==================== design 1
**Design 1: gate-type map**

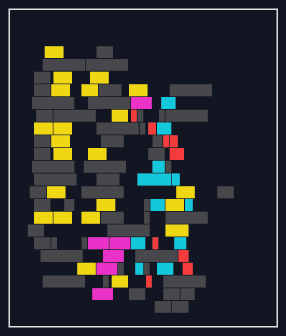

<file path="src/rtl/sr595_chain_driver.sv">
// sr595_chain_driver
//   Serial driver for a chain of NBYTES 74HC595 shift registers. A word is
//   captured on a four-phase req/ack handshake. It is shifted out on
//   sp_clk/sp_dat at a divided rate and then latched with one sp_ratch pulse.
//
// Parameters
//   NBYTES     number of chained 595s, word width W = 8*NBYTES
//   DIV        clk cycles per sp_clk half-period (>= 1)
//   LSB_FIRST  1: data[0] goes out first, 0: data[W-1] goes out first
//   INVERT     1: sp_dat carries the inverted bit (active-low loads)
//
// Ports
//   clk       in   system clock
//   reset     in   asynchronous active-high reset
//   req       in   transfer request (four-phase)
//   data      in   word to send, sampled only at capture
//   ack       out  transfer complete (four-phase)
//   busy      out  high from capture until ack falls
//   sp_clk    out  595 SRCLK
//   sp_dat    out  595 SER
//   sp_ratch  out  595 RCLK (latch strobe)
module sr595_chain_driver #(
  parameter int NBYTES    = 1,
  parameter int DIV       = 1,
  parameter int LSB_FIRST = 1,
  parameter int INVERT    = 1
) (
  input  logic                  clk,
  input  logic                  reset,
  input  logic                  req,
  input  logic [8*NBYTES-1:0]   data,
  output logic                  ack,
  output logic                  busy,
  output logic                  sp_clk,
  output logic                  sp_dat,
  output logic                  sp_ratch
);

  localparam int W   = 8 * NBYTES;
  localparam int DCW = $clog2(DIV + 1);
  localparam int BCW = $clog2(W) + 1;

  localparam logic [DCW-1:0] DIV_LAST = DCW'(DIV - 1);
  localparam logic [BCW-1:0] BIT_LAST = BCW'(W - 1);
  localparam logic           INV      = (INVERT != 0);

  typedef enum logic [1:0] {IDLE, SHIFT, LATCH, ACK} state_t;

  state_t         state;
  logic [W-1:0]   shreg;
  logic [DCW-1:0] div_cnt;
  logic [BCW-1:0] bit_cnt;
  logic           div_end;

  // The bit about to go out always sits at the leading end of shreg, so the
  // line value is taken from there with the polarity applied.
  function automatic logic lead_bit(input logic [W-1:0] v);
    return ((LSB_FIRST != 0) ? v[0] : v[W-1]) ^ INV;
  endfunction

  function automatic logic [W-1:0] advance(input logic [W-1:0] v);
    return (LSB_FIRST != 0) ? (v >> 1) : (v << 1);
  endfunction

  assign div_end = (div_cnt == DIV_LAST);

  // One FSM drives every output from a register. In SHIFT the divider
  // marks the end of each half-period. A low->high end raises sp_clk. A
  // high->low end drops sp_clk and presents the next bit on the same edge,
  // which gives a full half-period of setup and hold around each rising edge.
  // After the last bit's high phase the latch strobe is held for one
  // half-period, and then ack is raised.
  always_ff @(posedge clk or posedge reset) begin
    if (reset) begin
      state    <= IDLE;
      shreg    <= '0;
      div_cnt  <= '0;
      bit_cnt  <= '0;
      ack      <= 1'b0;
      busy     <= 1'b0;
      sp_clk   <= 1'b0;
      sp_dat   <= 1'b0;
      sp_ratch <= 1'b0;
    end else begin
      case (state)
        IDLE: begin
          if (req && !ack) begin
            shreg   <= data;
            busy    <= 1'b1;
            sp_clk  <= 1'b0;
            sp_dat  <= lead_bit(data);
            bit_cnt <= '0;
            div_cnt <= '0;
            state   <= SHIFT;
          end
        end

        SHIFT: begin
          div_cnt <= div_end ? '0 : div_cnt + 1'b1;
          if (div_end) begin
            if (!sp_clk) begin
              sp_clk <= 1'b1;
            end else if (bit_cnt == BIT_LAST) begin
              sp_clk   <= 1'b0;
              sp_ratch <= 1'b1;
              state    <= LATCH;
            end else begin
              sp_clk  <= 1'b0;
              shreg   <= advance(shreg);
              sp_dat  <= lead_bit(advance(shreg));
              bit_cnt <= bit_cnt + 1'b1;
            end
          end
        end

        LATCH: begin
          div_cnt <= div_end ? '0 : div_cnt + 1'b1;
          if (div_end) begin
            sp_ratch <= 1'b0;
            ack      <= 1'b1;
            state    <= ACK;
          end
        end

        ACK: begin
          // ack holds until the requester withdraws req.
          if (!req) begin
            ack   <= 1'b0;
            busy  <= 1'b0;
            state <= IDLE;
          end
        end

        default: state <= IDLE;
      endcase
    end
  end

endmodule
</file>
<file path="config.mk">
export PLATFORM = sky130hd
export DESIGN_NAME = sr595_chain_driver
export DESIGN_NICKNAME = d
export VERILOG_FILES = /design/src/rtl/sr595_chain_driver.sv
export SDC_FILE = /design/constraint.sdc
export NUM_CORES = 1
export LEC_CHECK = 0
export CORE_ASPECT_RATIO = 1.2
export CORE_MARGIN = 2
export CORE_UTILIZATION = 30
export CTS_CLUSTER_SIZE = 40
export DETAILED_ROUTE_END_ITERATION = 16
export SETUP_SLACK_MARGIN = 0.05
export SYNTH_ARGS = -nofsm -noshare
export SYNTH_HDL_FRONTEND = slang
export SYNTH_SLANG_ARGS = --single-unit
</file>
<file path="constraint.sdc">
create_clock -name clk -period 3.59 [get_ports clk]
set_input_delay 0.718 -clock clk [delete_from_list [all_inputs] [get_ports clk]]
set_output_delay 0.718 -clock clk [all_outputs]
set_load 0.01 [all_outputs]
</file>
==================== design 2
### config.mk
export PLATFORM = sky130hd
export DESIGN_NAME = fnd_scan_decoder
export DESIGN_NICKNAME = d
export VERILOG_FILES = /design/src/rtl/fnd_scan_decoder.sv
export SDC_FILE = /design/constraint.sdc
export NUM_CORES = 1
export LEC_CHECK = 0
export CELL_PAD_IN_SITES_DETAIL_PLACEMENT = 1
export CELL_PAD_IN_SITES_GLOBAL_PLACEMENT = 2
export CORE_UTILIZATION = 38
export DETAILED_ROUTE_END_ITERATION = 10
export PLACE_DENSITY_LB_ADDON = 0.1
export RECOVER_POWER = 50
export SYNTH_ARGS = -nofsm -noshare
export SYNTH_HDL_FRONTEND = slang
export SYNTH_SLANG_ARGS = --single-unit
### constraint.sdc
create_clock -name clk -period 5.45 [get_ports clk]
set_clock_uncertainty 0.1 [all_clocks]
set_input_delay 0.545 -clock clk [delete_from_list [all_inputs] [get_ports clk]]
set_output_delay 0.545 -clock clk [all_outputs]
set_load 0.01 [all_outputs]
### src/rtl/fnd_scan_decoder.sv
// rtl/fnd_scan_decoder.sv - decodes a scanned 4-digit FND an/seg bus back to BCD and binary (optional FND_DP_CAPTURE_EN)
module fnd_scan_decoder #(
  parameter int SETTLE_CYCLES = 16,
  parameter int FRAME_TIMEOUT = 400_000
) (
  input  logic        clk,
  input  logic        reset,
  input  logic [3:0]  an_in,
  input  logic [7:0]  seg_in,
  output logic [15:0] digits,
  output logic [13:0] value,
  output logic        frame_done,
  output logic        frame_valid,
  output logic [3:0]  digit_err,
  output logic        anim_detect,
  output logic [3:0]  dp
);

  localparam int CW = $clog2(SETTLE_CYCLES + 1);
  localparam int TW = $clog2(FRAME_TIMEOUT + 1);
  localparam logic [CW-1:0] SETTLE_LAST  = CW'(SETTLE_CYCLES - 1);
  localparam logic [TW-1:0] TIMEOUT_LAST = TW'(FRAME_TIMEOUT - 1);

`ifdef FND_DP_CAPTURE_EN
  localparam int SEGW = 8;
`else
  // The decimal point plays no part in settling or decoding in this build.
  localparam int SEGW = 7;
  logic unused_seg_dp;
  assign unused_seg_dp = seg_in[7];
`endif

  typedef enum logic [1:0] {IDLE, SETTLE, CAPTURE, HOLD} state_t;

  state_t state, state_next;

  logic [3:0]      an_s1, an_s2, an_p;
  logic [SEGW-1:0] seg_s1, seg_s2, seg_p;
  logic [CW-1:0]   settle_cnt;
  logic [TW-1:0]   timeout_cnt;
  logic [3:0]      mask;
  logic            anim_seen;

  logic            changed, an_ok;
  logic            cnt_clr, cnt_inc, capture;
  logic [3:0]      cap_pos;
  logic [3:0]      dec;
  logic            dec_err, single_seg;
  logic            frame_pend, completing, timeout_hit;
  logic [13:0]     frame_value;

  function automatic logic [3:0] seg_decode(input logic [6:0] s);
    case (s)
      7'h40:   seg_decode = 4'd0;
      7'h79:   seg_decode = 4'd1;
      7'h24:   seg_decode = 4'd2;
      7'h30:   seg_decode = 4'd3;
      7'h19:   seg_decode = 4'd4;
      7'h12:   seg_decode = 4'd5;
      7'h02:   seg_decode = 4'd6;
      7'h78:   seg_decode = 4'd7;
      7'h00:   seg_decode = 4'd8;
      7'h10:   seg_decode = 4'd9;
      default: seg_decode = 4'hF;
    endcase
  endfunction

  // Two-flop synchronizer plus a one-cycle-old copy used for change detection.
  always_ff @(posedge clk or posedge reset) begin
    if (reset) begin
      an_s1  <= 4'hF;
      an_s2  <= 4'hF;
      an_p   <= 4'hF;
      seg_s1 <= '1;
      seg_s2 <= '1;
      seg_p  <= '1;
    end else begin
      an_s1  <= an_in;
      an_s2  <= an_s1;
      an_p   <= an_s2;
      seg_s1 <= seg_in[SEGW-1:0];
      seg_s2 <= seg_s1;
      seg_p  <= seg_s2;
    end
  end

  assign changed = (an_s2 != an_p) || (seg_s2 != seg_p);
  assign an_ok   = ($countones(~an_s2) == 1);

  // Scan FSM state register.
  always_ff @(posedge clk or posedge reset) begin
    if (reset) state <= IDLE;
    else       state <= state_next;
  end

  // Next state: a digit is captured once an/seg have held still long enough.
  always_comb begin
    state_next = state;
    cnt_clr    = 1'b0;
    cnt_inc    = 1'b0;
    capture    = 1'b0;
    case (state)
      IDLE: begin
        if (an_ok) begin
          state_next = SETTLE;
          cnt_clr    = 1'b1;
        end
      end
      SETTLE: begin
        if (changed) begin
          cnt_clr    = 1'b1;
          state_next = an_ok ? SETTLE : IDLE;
        end else if (settle_cnt == SETTLE_LAST) begin
          state_next = CAPTURE;
        end else begin
          cnt_inc = 1'b1;
        end
      end
      CAPTURE: begin
        capture = 1'b1;
        if (changed) begin
          cnt_clr    = 1'b1;
          state_next = an_ok ? SETTLE : IDLE;
        end else begin
          state_next = HOLD;
        end
      end
      HOLD: begin
        if (changed) begin
          cnt_clr    = 1'b1;
          state_next = an_ok ? SETTLE : IDLE;
        end
      end
      default: state_next = IDLE;
    endcase
  end

  // Settle counter, restarted on every an/seg change.
  always_ff @(posedge clk or posedge reset) begin
    if (reset)        settle_cnt <= '0;
    else if (cnt_clr) settle_cnt <= '0;
    else if (cnt_inc) settle_cnt <= settle_cnt + CW'(1);
  end

  // The previous-cycle copy is the settled one, even if the bus moves during CAPTURE.
  assign cap_pos     = capture ? ~an_p : 4'b0000;
  assign dec         = seg_decode(seg_p[6:0]);
  assign dec_err     = (dec == 4'hF);
  assign single_seg  = ($countones(~seg_p[6:0]) == 1);
  assign frame_pend  = (mask == 4'hF);
  assign completing  = capture && ((mask | cap_pos) == 4'hF);
  assign timeout_hit = (timeout_cnt == TIMEOUT_LAST) && !completing && !frame_pend;

  assign frame_value = 14'(digits[15:12]) * 14'd1000 + 14'(digits[11:8]) * 14'd100
                     + 14'(digits[7:4]) * 14'd10 + 14'(digits[3:0]);

  // Digit slots, frame completion, timeout and animation tracking.
  always_ff @(posedge clk or posedge reset) begin
    if (reset) begin
      digits      <= 16'hFFFF;
      value       <= '0;
      frame_done  <= 1'b0;
      frame_valid <= 1'b0;
      digit_err   <= 4'b0000;
      anim_detect <= 1'b0;
      anim_seen   <= 1'b0;
      mask        <= 4'b0000;
      timeout_cnt <= '0;
    end else begin
      frame_done <= frame_pend;
      for (int i = 0; i < 4; i++) begin
        if (cap_pos[i]) begin
          digits[i*4 +: 4] <= dec;
          digit_err[i]     <= dec_err;
        end
      end
      if (frame_pend) begin
        mask        <= cap_pos;
        timeout_cnt <= '0;
        frame_valid <= (digit_err == 4'b0000);
        if (digit_err == 4'b0000) value <= frame_value;
        anim_seen   <= 1'b0;
        anim_detect <= 1'b0;
      end else if (timeout_hit) begin
        mask        <= 4'b0000;
        timeout_cnt <= '0;
        frame_valid <= 1'b0;
        anim_detect <= anim_seen;
        anim_seen   <= 1'b0;
      end else begin
        mask        <= mask | cap_pos;
        timeout_cnt <= timeout_cnt + TW'(1);
      end
      if (capture && single_seg) anim_seen <= 1'b1;
    end
  end

`ifdef FND_DP_CAPTURE_EN
  // Decimal points follow every capture of their digit.
  always_ff @(posedge clk or posedge reset) begin
    if (reset) begin
      dp <= 4'b0000;
    end else begin
      for (int i = 0; i < 4; i++) begin
        if (cap_pos[i]) dp[i] <= ~seg_p[7];
      end
    end
  end
`else
  assign dp = 4'b0000;
`endif

endmodule

==================== design 3
**src/rtl/wb_classic_master.sv**
```systemverilog
// Wishbone B4 classic single-transfer master: takes one read/write command,
// runs one CYC/STB cycle and hands back one response (ACK data, ERR or timeout).
module wb_classic_master #(
    parameter int  ADDR_WIDTH     = 2,
    parameter int  DATA_WIDTH     = 32,
    parameter int  GRANULE        = 8,
    parameter int  TIMEOUT_CYCLES = 255,
    localparam int SEL_WIDTH      = DATA_WIDTH / GRANULE
) (
    input  logic                  clk_i,
    input  logic                  rst_ni,

    input  logic                  cmd_valid_i,
    output logic                  cmd_ready_o,
    input  logic                  cmd_we_i,
    input  logic [ADDR_WIDTH-1:0] cmd_adr_i,
    input  logic [DATA_WIDTH-1:0] cmd_dat_i,
    input  logic [SEL_WIDTH-1:0]  cmd_sel_i,

    output logic                  rsp_valid_o,
    input  logic                  rsp_ready_i,
    output logic [DATA_WIDTH-1:0] rsp_dat_o,
    output logic                  rsp_err_o,
    output logic                  rsp_timeout_o,

    output logic [ADDR_WIDTH-1:0] adr_o,
    output logic [DATA_WIDTH-1:0] dat_o,
    input  logic [DATA_WIDTH-1:0] dat_i,
    output logic [SEL_WIDTH-1:0]  sel_o,
    output logic                  we_o,
    output logic                  stb_o,
    output logic                  cyc_o,
    input  logic                  ack_i,
    input  logic                  err_i
);

    // The counter only has to reach TIMEOUT_CYCLES-1: the abort happens on the edge
    // that would have taken it to the limit.
    localparam int CNT_WIDTH = (TIMEOUT_CYCLES > 1) ? $clog2(TIMEOUT_CYCLES) : 1;
    localparam logic [CNT_WIDTH-1:0] CNT_LIMIT =
        CNT_WIDTH'((TIMEOUT_CYCLES > 0) ? TIMEOUT_CYCLES - 1 : 0);

    typedef enum logic [1:0] {
        IDLE,
        BUS,
        DRAIN,
        RESP
    } state_t;

    state_t               state;
    logic [CNT_WIDTH-1:0] count;

    assign cmd_ready_o = (state == IDLE);

    always_ff @(posedge clk_i or negedge rst_ni) begin
        if (!rst_ni) begin
            state         <= IDLE;
            count         <= '0;
            cyc_o         <= 1'b0;
            stb_o         <= 1'b0;
            we_o          <= 1'b0;
            adr_o         <= '0;
            dat_o         <= '0;
            sel_o         <= '0;
            rsp_valid_o   <= 1'b0;
            rsp_err_o     <= 1'b0;
            rsp_timeout_o <= 1'b0;
            rsp_dat_o     <= '0;
        end else begin
            case (state)
                IDLE: begin
                    if (cmd_valid_i) begin
                        adr_o <= cmd_adr_i;
                        dat_o <= cmd_dat_i;
                        sel_o <= cmd_sel_i;
                        we_o  <= cmd_we_i;
                        cyc_o <= 1'b1;
                        stb_o <= 1'b1;
                        count <= '0;
                        state <= BUS;
                    end
                end

                BUS: begin
                    // ERR dominates ACK, and either one beats a timeout on the same edge.
                    if (ack_i || err_i) begin
                        cyc_o         <= 1'b0;
                        stb_o         <= 1'b0;
                        rsp_valid_o   <= 1'b1;
                        rsp_err_o     <= err_i;
                        rsp_timeout_o <= 1'b0;
                        rsp_dat_o     <= (err_i || we_o) ? '0 : dat_i;
                        state         <= DRAIN;
                    end else if (TIMEOUT_CYCLES != 0 && count == CNT_LIMIT) begin
                        cyc_o         <= 1'b0;
                        stb_o         <= 1'b0;
                        rsp_valid_o   <= 1'b1;
                        rsp_err_o     <= 1'b0;
                        rsp_timeout_o <= 1'b1;
                        rsp_dat_o     <= '0;
                        state         <= DRAIN;
                    end else begin
                        count <= count + CNT_WIDTH'(1);
                    end
                end

                DRAIN: begin
                    if (rsp_ready_i) begin
                        rsp_valid_o   <= 1'b0;
                        rsp_err_o     <= 1'b0;
                        rsp_timeout_o <= 1'b0;
                    end
                    if (!ack_i && !err_i) begin
                        state <= (rsp_ready_i || !rsp_valid_o) ? IDLE : RESP;
                    end
                end

                RESP: begin
                    if (rsp_ready_i) begin
                        rsp_valid_o   <= 1'b0;
                        rsp_err_o     <= 1'b0;
                        rsp_timeout_o <= 1'b0;
                        state         <= IDLE;
                    end
                end

                default: state <= IDLE;
            endcase
        end
    end

endmodule

```
**config.mk**
```make
export PLATFORM = sky130hd
export DESIGN_NAME = wb_classic_master
export DESIGN_NICKNAME = d
export VERILOG_FILES = /design/src/rtl/wb_classic_master.sv
export SDC_FILE = /design/constraint.sdc
export NUM_CORES = 1
export LEC_CHECK = 0
export CAP_MARGIN = 20
export CORE_ASPECT_RATIO = 0.8
export CORE_MARGIN = 2
export CORE_UTILIZATION = 41
export DETAILED_ROUTE_END_ITERATION = 10
export MAX_ROUTING_LAYER = met4
export PLACE_DENSITY = 0.79
export SLEW_MARGIN = 20
export SYNTH_ARGS = -nofsm -noshare
export SYNTH_HDL_FRONTEND = slang
export SYNTH_SLANG_ARGS = --single-unit
```
**constraint.sdc**
```tcl
create_clock -name clk_i -period 2 [get_ports clk_i]
set_input_delay 0.2 -clock clk_i [delete_from_list [all_inputs] [get_ports clk_i]]
set_output_delay 0.2 -clock clk_i [all_outputs]
set_load 0.1 [all_outputs]
```
==================== design 4
==> src/rtl/core_run_ctrl_if.sv <==
// core_run_ctrl_if: debug register access channel between the debug APB
// slave (master side) and the run-control sequencer (slave side).
//
// Signals:
//   req      - access strobe, one cycle per access
//   wr_rd    - 1 = write, 0 = read
//   addr     - debug register address
//   wdata    - write data
//   rdata    - registered read data
//   rd_ready - one-cycle pulse, rdata valid
interface core_run_ctrl_if #(
  parameter int DBG_ADDR_WIDTH = 5,
  parameter int DBG_DATA_WIDTH = 32
);

  logic                      req;
  logic                      wr_rd;
  logic [DBG_ADDR_WIDTH-1:0] addr;
  logic [DBG_DATA_WIDTH-1:0] wdata;
  logic [DBG_DATA_WIDTH-1:0] rdata;
  logic                      rd_ready;

  modport master (
    output req, wr_rd, addr, wdata,
    input  rdata, rd_ready
  );

  modport slave (
    input  req, wr_rd, addr, wdata,
    output rdata, rd_ready
  );

endinterface

==> src/rtl/core_run_ctrl.sv <==
// core_run_ctrl: debug run-control sequencer. Halts, resumes and
// single-steps the core by stalling fetch, waiting for the pipeline to
// drain and redirecting fetch to a debugger-supplied PC. Owns the debug
// register bank CTRL(0), STATUS(1), PC(2), STEP_CNT(3).
//
// Optional feature: define CORE_RUN_CTRL_BKPT_EN to add a single
// retire-address breakpoint register BKPT(4) and the sticky STATUS bit1.
//
// Ports:
//   clk, rst       - clock, asynchronous active-high reset
//   dbg            - debug register channel (slave modport)
//   fetch_stall    - 1 = fetch must not issue
//   redirect_valid - one-cycle pulse, fetch restarts at redirect_addr
//   redirect_addr  - resume word address
//   pipe_empty     - no valid instruction in any pipeline stage
//   retire_valid   - instruction retired this cycle
//   retire_addr    - word address of the retiring instruction
//   halted         - core halted with the pipeline empty
module core_run_ctrl #(
  parameter int ADDR_WIDTH     = 32,
  parameter int DBG_ADDR_WIDTH = 5,
  parameter int DBG_DATA_WIDTH = 32,
  parameter bit HALT_ON_RST    = 1'b0
) (
  input  logic                  clk,
  input  logic                  rst,
  core_run_ctrl_if.slave        dbg,
  output logic                  fetch_stall,
  output logic                  redirect_valid,
  output logic [ADDR_WIDTH-3:0] redirect_addr,
  input  logic                  pipe_empty,
  input  logic                  retire_valid,
  input  logic [ADDR_WIDTH-3:0] retire_addr,
  output logic                  halted
);

  typedef enum logic [2:0] {
    RUN        = 3'd0,
    HALTING    = 3'd1,
    HALTED     = 3'd2,
    RESUMING   = 3'd3,
    STEP_ISSUE = 3'd4,
    STEP_WAIT  = 3'd5
  } state_t;

  localparam logic [DBG_ADDR_WIDTH-1:0] REG_CTRL   = DBG_ADDR_WIDTH'(0);
  localparam logic [DBG_ADDR_WIDTH-1:0] REG_STATUS = DBG_ADDR_WIDTH'(1);
  localparam logic [DBG_ADDR_WIDTH-1:0] REG_PC     = DBG_ADDR_WIDTH'(2);
  localparam logic [DBG_ADDR_WIDTH-1:0] REG_STEP   = DBG_ADDR_WIDTH'(3);
`ifdef CORE_RUN_CTRL_BKPT_EN
  localparam logic [DBG_ADDR_WIDTH-1:0] REG_BKPT   = DBG_ADDR_WIDTH'(4);
`endif

  state_t                state;
  logic [ADDR_WIDTH-3:0] pc_q;
  logic [ADDR_WIDTH-3:0] resume_pc;
  logic                  pc_dirty;
  logic [31:0]           step_cnt;
  logic                  bkpt_hit;
  logic                  bkpt_trip;

  logic                      wr_en;
  logic                      rd_en;
  logic                      ctrl_wr;
  logic                      pc_wr;
  logic                      halt_cmd;
  logic                      step_cmd;
  logic                      resume_cmd;
  logic [DBG_DATA_WIDTH-1:0] rd_value;

  assign wr_en   = dbg.req & dbg.wr_rd;
  assign rd_en   = dbg.req & ~dbg.wr_rd;
  assign ctrl_wr = wr_en & (dbg.addr == REG_CTRL);
  assign pc_wr   = wr_en & (dbg.addr == REG_PC);

  // Command priority HALT > STEP > RESUME: a lower command is masked off
  // whenever a higher one is present in the same CTRL write, even if the
  // higher one turns out to have no effect in the current state.
  assign halt_cmd   = ctrl_wr & dbg.wdata[0];
  assign step_cmd   = ctrl_wr & ~dbg.wdata[0] & dbg.wdata[2];
  assign resume_cmd = ctrl_wr & ~dbg.wdata[0] & ~dbg.wdata[2] & dbg.wdata[1];

`ifdef CORE_RUN_CTRL_BKPT_EN
  logic                  bkpt_en;
  logic [ADDR_WIDTH-3:0] bkpt_addr;
  logic                  bkpt_wr;

  assign bkpt_wr   = wr_en & (dbg.addr == REG_BKPT);
  assign bkpt_trip = retire_valid & bkpt_en & (retire_addr == bkpt_addr);
`else
  assign bkpt_trip = 1'b0;
  assign bkpt_hit  = 1'b0;
`endif

  // Run-control FSM plus the state it owns. Outputs are registered, so each
  // transition also sets the fetch_stall/halted/redirect values that belong
  // to the state being entered. The redirect pulse is launched on entry to
  // RESUMING/STEP_ISSUE so it lines up with that one-cycle state.
  always_ff @(posedge clk or posedge rst) begin
    if (rst) begin
      state          <= HALT_ON_RST ? HALTED : RUN;
      fetch_stall    <= HALT_ON_RST;
      halted         <= HALT_ON_RST;
      redirect_valid <= 1'b0;
      redirect_addr  <= '0;
      pc_q           <= '0;
      resume_pc      <= '0;
      pc_dirty       <= 1'b0;
      step_cnt       <= '0;
`ifdef CORE_RUN_CTRL_BKPT_EN
      bkpt_en        <= 1'b0;
      bkpt_addr      <= '0;
      bkpt_hit       <= 1'b0;
`endif
    end else begin
      redirect_valid <= 1'b0;

      if (retire_valid) begin
        pc_q <= retire_addr;
      end

      if (retire_valid && (state == STEP_ISSUE || state == STEP_WAIT)) begin
        step_cnt <= step_cnt + 32'd1;
      end

      if (pc_wr && state == HALTED) begin
        resume_pc <= dbg.wdata[ADDR_WIDTH-1:2];
        pc_dirty  <= 1'b1;
      end

`ifdef CORE_RUN_CTRL_BKPT_EN
      if (bkpt_wr) begin
        bkpt_en   <= dbg.wdata[0];
        bkpt_addr <= dbg.wdata[ADDR_WIDTH-1:2];
      end
`endif

      case (state)
        RUN: begin
          if (halt_cmd || bkpt_trip) begin
            state       <= HALTING;
            fetch_stall <= 1'b1;
`ifdef CORE_RUN_CTRL_BKPT_EN
            if (bkpt_trip) begin
              bkpt_hit <= 1'b1;
            end
`endif
          end
        end
        HALTING: begin
          if (pipe_empty) begin
            state  <= HALTED;
            halted <= 1'b1;
          end
        end
        HALTED: begin
          if (step_cmd || resume_cmd) begin
            state       <= step_cmd ? STEP_ISSUE : RESUMING;
            fetch_stall <= ~step_cmd;
            halted      <= 1'b0;
            if (pc_dirty) begin
              redirect_valid <= 1'b1;
              redirect_addr  <= resume_pc;
              pc_dirty       <= 1'b0;
            end
`ifdef CORE_RUN_CTRL_BKPT_EN
            if (resume_cmd) begin
              bkpt_hit <= 1'b0;
            end
`endif
          end
        end
        RESUMING: begin
          state       <= RUN;
          fetch_stall <= 1'b0;
        end
        STEP_ISSUE: begin
          state       <= STEP_WAIT;
          fetch_stall <= 1'b1;
        end
        STEP_WAIT: begin
          if (retire_valid) begin
            state <= HALTING;
          end
        end
        default: begin
          state       <= RUN;
          fetch_stall <= 1'b0;
          halted      <= 1'b0;
        end
      endcase
    end
  end

  // Read mux works on pre-edge state, so a STATUS read that coincides with
  // a transition reports the state being left.
  always_comb begin
    rd_value = '0;
    case (dbg.addr)
      REG_STATUS: rd_value = DBG_DATA_WIDTH'({state, bkpt_hit, halted});
      REG_PC:     rd_value = DBG_DATA_WIDTH'({pc_q, 2'b00});
      REG_STEP:   rd_value = DBG_DATA_WIDTH'(step_cnt);
`ifdef CORE_RUN_CTRL_BKPT_EN
      REG_BKPT:   rd_value = DBG_DATA_WIDTH'({bkpt_addr, 1'b0, bkpt_en});
`endif
      default:    rd_value = '0;
    endcase
  end

  always_ff @(posedge clk or posedge rst) begin
    if (rst) begin
      dbg.rdata    <= '0;
      dbg.rd_ready <= 1'b0;
    end else begin
      dbg.rd_ready <= rd_en;
      if (rd_en) begin
        dbg.rdata <= rd_value;
      end
    end
  end

endmodule

==> src/flat_wrapper.sv <==
// flat-port wrapper written by rule: the top's interface ports become plain ports
module core_run_ctrl_flat 
#(
  parameter int ADDR_WIDTH     = 32,
  parameter int DBG_ADDR_WIDTH = 5,
  parameter int DBG_DATA_WIDTH = 32,
  parameter bit HALT_ON_RST    = 1'b0
)
  (clk, rst, fetch_stall, redirect_valid, redirect_addr, pipe_empty, retire_valid, retire_addr, halted, dbg_req, dbg_wr_rd, dbg_addr, dbg_wdata, dbg_rdata, dbg_rd_ready);
  core_run_ctrl_if #(.DBG_ADDR_WIDTH(DBG_ADDR_WIDTH), .DBG_DATA_WIDTH(DBG_DATA_WIDTH)) dbg_i ();
  input  logic clk;
  input  logic rst;
  output logic fetch_stall;
  output logic redirect_valid;
  output logic [ADDR_WIDTH-3:0] redirect_addr;
  input  logic pipe_empty;
  input  logic retire_valid;
  input  logic [ADDR_WIDTH-3:0] retire_addr;
  output logic halted;
  input wire logic [$bits(dbg_i.req)-1:0] dbg_req;
  input wire logic [$bits(dbg_i.wr_rd)-1:0] dbg_wr_rd;
  input wire logic [$bits(dbg_i.addr)-1:0] dbg_addr;
  input wire logic [$bits(dbg_i.wdata)-1:0] dbg_wdata;
  output wire logic [$bits(dbg_i.rdata)-1:0] dbg_rdata;
  output wire logic [$bits(dbg_i.rd_ready)-1:0] dbg_rd_ready;
  assign dbg_i.req = dbg_req;
  assign dbg_i.wr_rd = dbg_wr_rd;
  assign dbg_i.addr = dbg_addr;
  assign dbg_i.wdata = dbg_wdata;
  assign dbg_rdata = dbg_i.rdata;
  assign dbg_rd_ready = dbg_i.rd_ready;
  core_run_ctrl #(.ADDR_WIDTH(ADDR_WIDTH), .DBG_ADDR_WIDTH(DBG_ADDR_WIDTH), .DBG_DATA_WIDTH(DBG_DATA_WIDTH), .HALT_ON_RST(HALT_ON_RST)) u_core (.clk(clk), .rst(rst), .dbg(dbg_i), .fetch_stall(fetch_stall), .redirect_valid(redirect_valid), .redirect_addr(redirect_addr), .pipe_empty(pipe_empty), .retire_valid(retire_valid), .retire_addr(retire_addr), .halted(halted));
endmodule
==> config.mk <==
export PLATFORM = sky130hd
export DESIGN_NAME = core_run_ctrl_flat
export DESIGN_NICKNAME = d
export VERILOG_FILES = /design/src/rtl/core_run_ctrl_if.sv /design/src/rtl/core_run_ctrl.sv /design/src/flat_wrapper.sv
export SDC_FILE = /design/constraint.sdc
export NUM_CORES = 1
export LEC_CHECK = 0
export ABC_AREA = 1
export CAP_MARGIN = 30
export CORE_ASPECT_RATIO = 0.6
export CORE_UTILIZATION = 55
export CTS_CLUSTER_DIAMETER = 40
export DETAILED_ROUTE_END_ITERATION = 8
export HOLD_SLACK_MARGIN = 0.15
export PLACE_DENSITY = 0.83
export SYNTH_ARGS = -nofsm -noshare
export SYNTH_HDL_FRONTEND = slang
export SYNTH_SLANG_ARGS = --single-unit
==> constraint.sdc <==
create_clock -name clk -period 10.5 [get_ports clk]
set_clock_uncertainty 0.1 [all_clocks]
set_input_delay 1.05 -clock clk [delete_from_list [all_inputs] [get_ports clk]]
set_output_delay 1.05 -clock clk [all_outputs]
set_load 0.01 [all_outputs]
**Design 3: sequential cells grouped by signal name**

Other sequential cells in the stronger grey, the rest of the logic in the fainter grey.
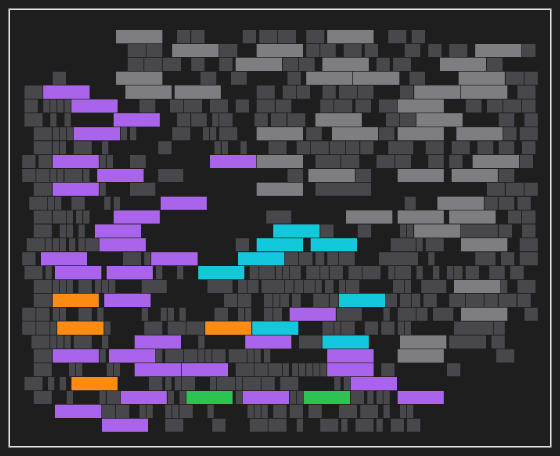
[purple] dat_o | placed flops: 32
[cyan] count | placed flops: 8 | where: centre
[orange] sel_o | placed flops: 4 | where: south-west
[green] adr_o | placed flops: 2
not coloured: 39
final core utilization: 63.70%
Seq/total area: 41.83%
sequential cell area: 2127 sq um

==> reports/qor.yml, design 3 <==
setup_path:
  worst-path-stages: 7
  cp_top_family: "simple AND/OR/NAND/NOR gates"
  cp-startpoint: "count[0]$_DFFE_PN0P_"
  cp-start-kind: "flop"
  end_kind: "flop"
  reg2reg_depth: 7
yosys:
  synthMuxAreaShare_pct: 0.5887
  synthArstFlopShare_pct: 100.0
  common_cells: "nand2_1, dfrtp_1, a22o_1"
routing:
  drt-wirelength-per-cell_um: 14.61
  vias: 2915
  top_layer_used: "met4"
  ant_nets: 0
global_routing:
  met3_usage_pct: 4.531
  grt_pass1_wl_mm: 14.06
  use_met1_pct: 25.85
hold_path:
  holdPathStages: 3
  hold_class: "in -> reg"
clock_tree:
  cts_resized: 0
  postCtsSetupBuffers: 0
  ctsLongestPathBuffers: 2
  root_buffer: "clkbuf_8"
  cts.hold.buffers_added: 1
final_timing:
  max_clock_freq_mhz: 579.3
  setup_tns_ps: 0
  finalMaxSlewViolations: 0
  min_period_ps: 1726
  worst_pin_slew_ps: 628.4
place:
  dp_cells: 573
  dp_hpwl_mm: 6.213
finish:
  fillerInstances: 672
  diodes: 0
floorplanning:
  rows: 29
  die_h_um: 85.46
status:
  status: "complete, no violations"
[design 3: area by class of cell]
cell class	instances	area share (%)
sequential	85	41.83
tap	108	2.657
inverter	2	0.1476
multi-input combinational	214	22.86
clock inverter	6	1.403
clock buffer	10	2.510
timing repair buffer	165	28.59
[design 3: placed cells by master, fill, tap and decap left out, drive strengths merged, types with 2 or more instances in the layout]
master	netlist	routed
a21oi	2	2
o211ai	2	2
nor2	6	6
and2	2	2
nor2b	2	2
buf	14	89
and4	2	2
inv	2	3
clkdlybuf4s50	0	75
ha	2	2
nand3	7	7
o21ai	4	4
mux2i	2	2
dfrtp	85	85
o31ai	3	3
a21o	4	4
o22ai	2	2
nor3	2	2
clkinv	0	2
nand2	128	128
a22o	31	31
clkbuf	7	10
clkinvlp	0	2
nand4	2	2
[design 3: per-stage QoR]
step                setup WS [ps]  hold WS, ps  instance area (sq um)  util, %
floorplan                   130.6       -95.59                   3408        -
global placement            223.5        261.2                   4876    61.08
detailed placement          213.3        264.2                   4876    61.08
CTS                         274.6        354.0                   5085    63.70
global route                160.8        369.4                   5085    63.70
finish                      273.7        374.7                   5085    63.70
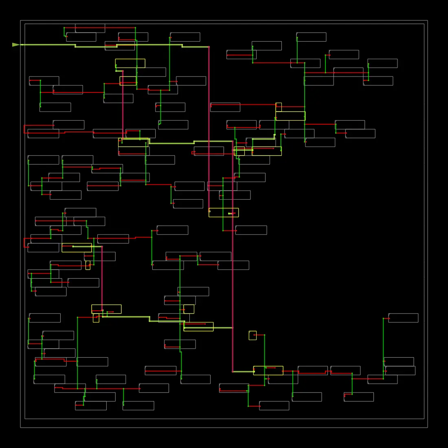
**Above:** design 2 (clock wiring as the flow saved it).
Num CTS Buffers: 9
clk latency of the worst-skew pair: 350 ps

==> reports/qor.yml, design 2 <==
routing:
  drt-wirelength-per-cell_um: 16.11
  m1WireLength_mm: 5.839
  vias_per_cell: 5.082
final_timing:
  period_used_pct: 90.21
  worst_pin_slew_ps: 2979
  finalMaxSlewViolations: 67
status:
  status: "finished with violations"
  violations: "capacitance limit, slew limit"
floorplanning:
  die_h_um: 126.2
setup_path:
  cp.required_ps: 5550
  slowest_delay_ps: 650
  end_kind: "flop"
  cp_slowest_cell: "dfstp_2"
  cp-start-kind: "flop"
  arrival_ps: 5010
yosys:
  ys_types: 54
  top_cells_by_area: "dfrtp_1, dfstp_2, ha_1"
  ys_seq_elements: 101
place:
  dp_hpwl_mm: 9.855
  port-buffer-count: 49
  gp_congestion: 0.7579
  dp_slack_ps: 494.8
flow_run:
  maxCapViolCount: 1
global_routing:
  grt_pass1_vias: 4388
  grt_max_degree: 67
clock_tree:
  cts_max_level: 3
design 2: synth_stat cells, types with 4 or more instances:
cell type,instances
buf_4,5
nor4_1,4
buf_2,6
inv_1,47
and3_1,11
o21ai_0,19
xor2_1,16
a211oi_1,6
a21oi_1,33
dfrtp_1,52
a21o_1,10
nand2b_1,5
fa_1,22
a31oi_1,6
xnor2_1,27
nor2b_1,4
nor4b_1,4
dfstp_2,49
mux2_2,9
nand3_1,16
nor2_1,65
ha_1,58
nand2_1,29
nand4_1,4
design 2: state kept, by name (all words and copies together), names as in the netlist:
register and flops:
an_s1 4, state 2, digits 16, value 14, frame_valid 1, settle_cnt 5, an_p 4, anim_detect 1
seg_s2 7, an_s2 4, seg_p 7, timeout_cnt 19, frame_done 1, seg_s1 7, anim_seen 1, digit_err 4
mask 4
design 2: layout make-up:
cell class	count	area, sq um	share of cell area (%)
inverters	48	181.4	2.664
well taps	188	235.2	3.455
clock buffers	11	242.7	3.565
clock inverters	5	33.78	0.4961
flip-flops and latches	101	2589	38.02
repair buffers	50	498.0	7.313
multi-input cells	387	3029	44.49
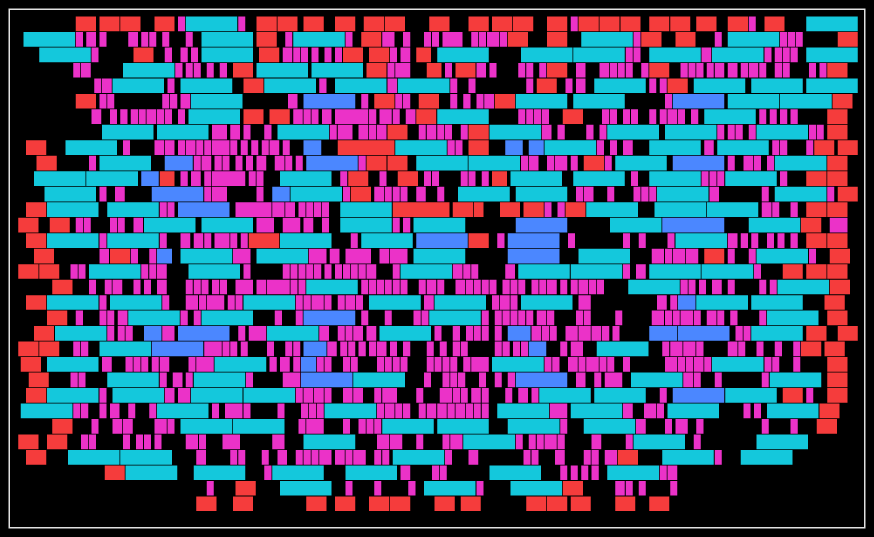
**Above:** design 4 (placement by cell class).
[red] other buffers and delay cells | cells: 145 | share of their area: 16%
[magenta] all other logic | cells: 699 | share of their area: 33%
[cyan] flops | cells: 162 | share of their area: 44%
[blue] clock drivers and dummy loads | cells: 32 | share of their area: 6.4%

**Design 4: gate-type map**

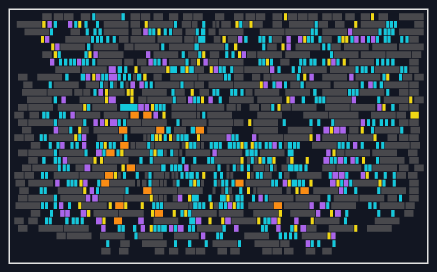
[yellow] inverters | cells: 115 | where: spread over the die
[purple] inverting AOI/OAI gates | cells: 111 | where: spread over the die
[orange] XOR/XNOR gates | cells: 17
[cyan] NAND gates | cells: 392 | where: spread over the die

==> reports/qor.yml, design 4 <==
yosys:
  top_area_cell: "dfrtp_1"
  xor_area_share_pct: 2.058
  syn-num-nets: 966
  ff_type: "dfrtp_1"
  synth-adder-area-share_pct: 0.1730
  syn_avg_cell_area_sq_um: 8.109
  yosysWarnings: 0
final_timing:
  period_used_pct: 28.35
  max_clock_freq_mhz: 335.9
status:
  status: "complete, no violations"
finish:
  final_nets: 1099
  design_area_sq_um: 9369
  register_area_sq_um: 4054
hold_path:
  holdPathStages: 2
  min_from: "u_core.redirect_addr[14]$_DFFE_PP0P_"
  min_to: "u_core.redirect_addr[14]$_DFFE_PP0P_"
flow_run:
  warnings: 28
floorplanning:
  nWellTaps: 170
  core_area_sq_um: 12850
routing:
  drt_wl_total_mm: 17.08
place:
  placed_area_sq_um: 8780
  dp_slack_ps: 7122
  gp_congestion: 0.8782
setup_path:
  arrival_ps: 3230
==> design 4: routing by layer <==
metal | vias to the layer above | routed length, um | GRT usage [%]
met4 | 0 | 183 | 6.313
met5 | - | 0 | 0
met2 | 194 | 7192 | 38.08
li1 | 3029 | - | -
met3 | 20 | 959 | 4.848
met1 | 2922 | 8740 | 43.45
==> design 4: sequential cells by signal, summed over array words and instances, names as in the netlist <==
| register | cells |
|---|---|
| u_core.dbg.rd_ready | 1 |
| u_core.dbg.rdata | 32 |
| u_core.fetch_stall | 1 |
| u_core.halted | 1 |
| u_core.pc_dirty | 1 |
| u_core.pc_q | 30 |
| u_core.redirect_addr | 30 |
| u_core.redirect_valid | 1 |
| u_core.resume_pc | 30 |
| u_core.state | 3 |
| u_core.step_cnt | 32 |
==> design 4: critical path, stage by stage <==
cell,delay (ps)
clkdlybuf4s50_1,410
nor2_2,180
nand2_1,90
nor3_2,620
inv_2,440
o21ai_0,270
nand2_1,90
nand2_1,80
**Design 1: sequential cells grouped by signal name**

Other sequential cells in the stronger grey, the rest of the logic in the fainter grey.
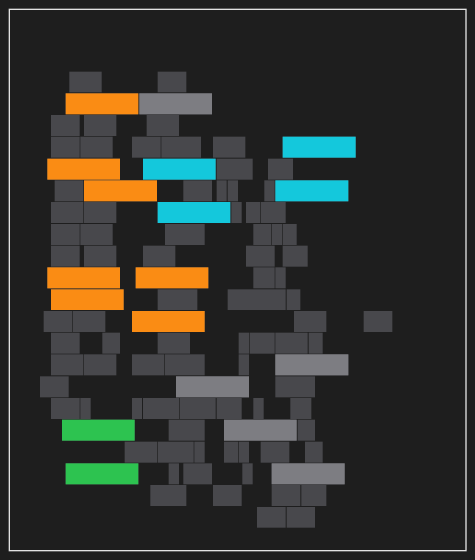
[green] state | placed flops: 2
[cyan] bit_cnt | placed flops: 4
[orange] shreg | placed flops: 7 | where: west

**Design 1: routed clock nets over the placement**

Scale bar: 20 um.
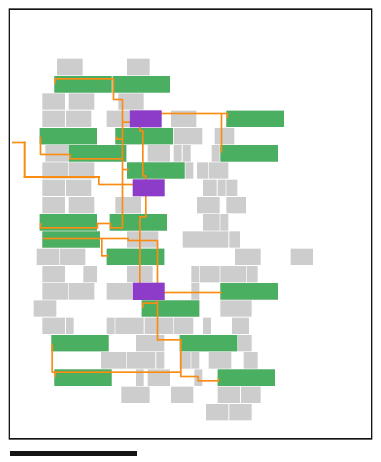
[purple] cells driving clock nets | count: 3
[green] flip-flops | count: 18
[orange] clock wires | length: 242 um
routed clock nets: 4
Clock Skews: 1.549 ps
clk latency of the worst-skew pair: 250 ps

About 'gate-type map' of design 1:
[red] NAND gates | cells: 9
[magenta] adder and majority cells | cells: 6
[yellow] multiplexers | cells: 22
[cyan] inverting AOI/OAI gates | cells: 11
Comb/total area: 41.15%
Post-Layout Cell Count: 137

==> reports/qor.yml, design 1 <==
status:
  status: "complete, no violations"
final_timing:
  period_used_pct: 66.76
  rsz0062_at_grt: "false"
  hold_ws_ps: 511.4
  max_clock_freq_mhz: 417.2
  setup_ws_ps: 1193
  min_period_ps: 2397
yosys:
  syn-num-nets: 102
  ys_seq_share_pct: 44.72
  syn_avg_cell_area_sq_um: 11.85
  ys_sh_aoi_pct: 10.31
  top_cells_by_area: "dfrtp_1, mux2_2, ha_1"
  syn_inst: 85
  top_area_share_pct: 44.72
  edf_count: 0
  yosys.area_share.simple_pct: 8.323
floorplanning:
  die_x_um: 56.90
  die_h_um: 67.48
finish:
  layout-drive-gt1-share_pct: 24.00
  nMultiInputCombCells: 56
  buffer_area_share_pct: 12.13
  signal_buffers: 15
  seq_share_pct: 36.40
setup_path:
  end_kind: "flop"
place:
  placed_area_sq_um: 1182
  dp_cells: 133
routing:
  vias: 678
clock_tree:
  postCtsSetupBuffers: 0
global_routing:
  grt_pass1_vias: 749
==> design 1: path summary, 6_finish.rpt <==
path                                      startpoint              endpoint  slack, ps  depth (start not counted)
worst max-delay path            state[1]$_DFFE_PP0P_  shreg[2]$_DFFE_PP0P_       1190                          5
worst min-delay path            shreg[7]$_DFFE_PP0P_  shreg[7]$_DFFE_PP0P_        510                          1
worst max register to register  state[1]$_DFFE_PP0P_  shreg[2]$_DFFE_PP0P_       1190                          5
worst min register to register  shreg[7]$_DFFE_PP0P_  shreg[7]$_DFFE_PP0P_        510                          1
max in group asynchronous                      reset    sp_dat$_DFFE_PP0P_       2290                          2
min in group asynchronous                      reset  state[0]$_DFFE_PP0P_        860                          2
==> design 1: flip-flops by register name, indices dropped and copies added, names as in the netlist <==
register / flops
sp_clk: 1
sp_ratch: 1
shreg: 7
busy: 1
sp_dat: 1
ack: 1
bit_cnt: 4
state: 2
==> design 1: critical path: stages (launching register included) <==
cell and delay [ps]:
dfrtp_1 410, inv_1 110, ha_1 570, mux2i_2 220
a211oi_4 560, mux2_2 400


==> notes/layouts.md <==
Pictures saved along the way, in no particular order.

Routed clock nets over the placement.
shot_01.png
Scale bar: 20 um.
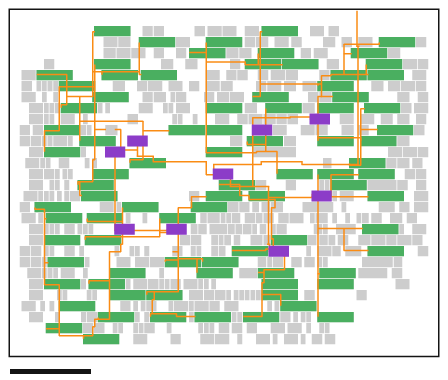
shot_02.png
Scale bar: 50 um.
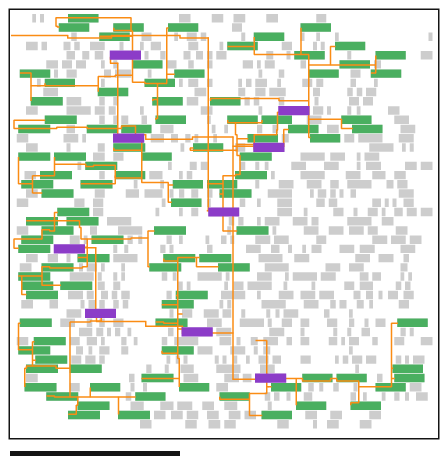
shot_03.png
Scale bar: 50 um.
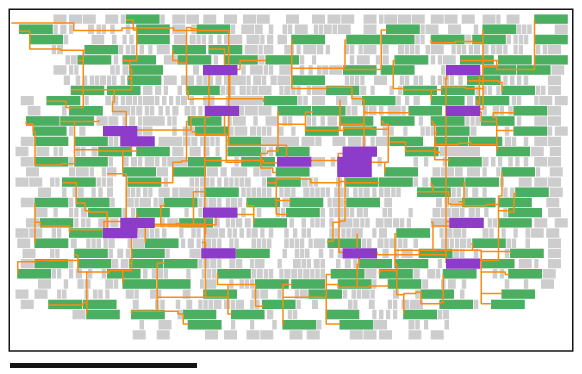
Of these, fewest sequential cells: shot_01.png
Of these, smallest die: shot_01.png
- shot_03.png = design 4
- shot_01.png = design 3
- shot_02.png = design 2

Key to shot_02.png:
[green] flip-flops | count: 101
[purple] cells driving clock nets | count: 9
[orange] clock wires | length: 1380 um
routed clock nets: 10


==> gallery <==
Placement by cell class.
(a)
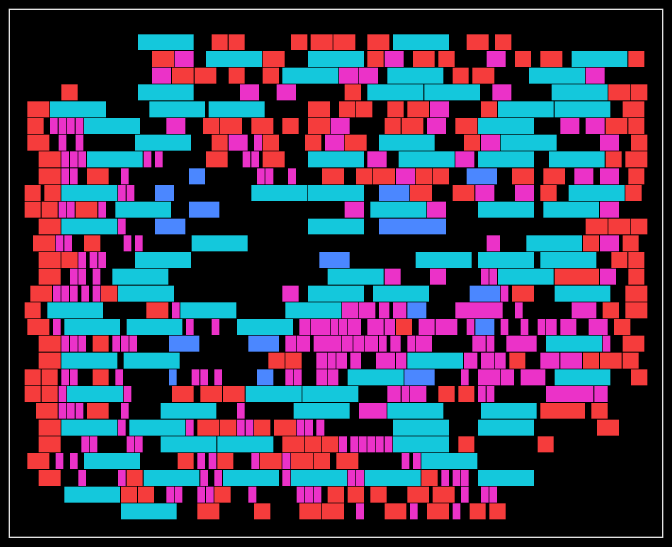
(b)
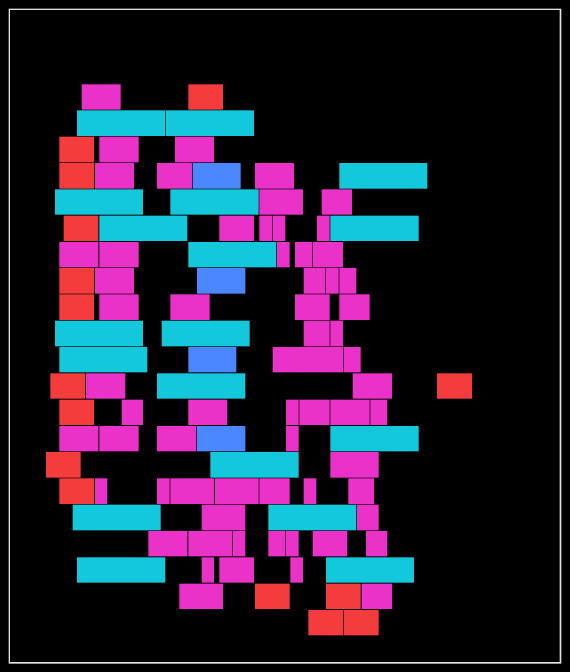
(c)
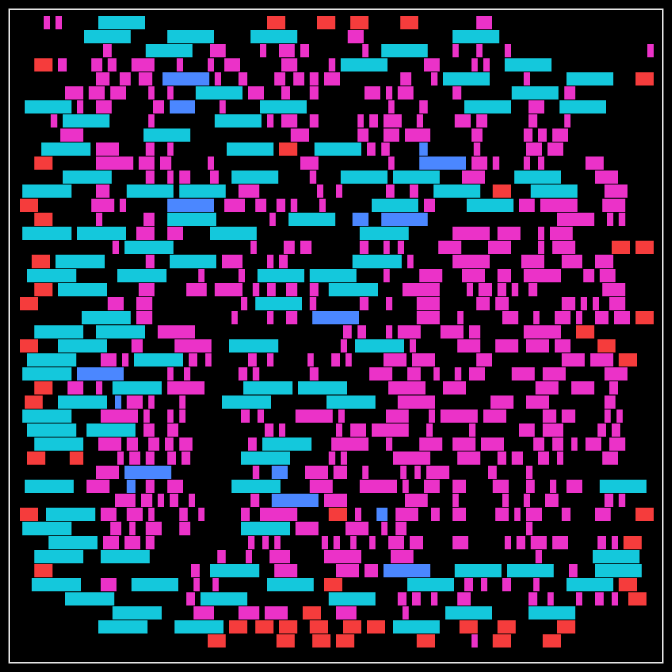
The one with the fewest sequential cells is (b).
The one with the highest utilization is (a).
- (b) = design 1
- (c) = design 2
- (a) = design 3

Key to (a):
[red] other buffers and delay cells | cells: 165 | share of their area: 29%
[blue] clock drivers and dummy loads | cells: 16 | share of their area: 4.0%
[cyan] flops | cells: 85 | share of their area: 43%
[magenta] all other logic | cells: 216 | share of their area: 24%

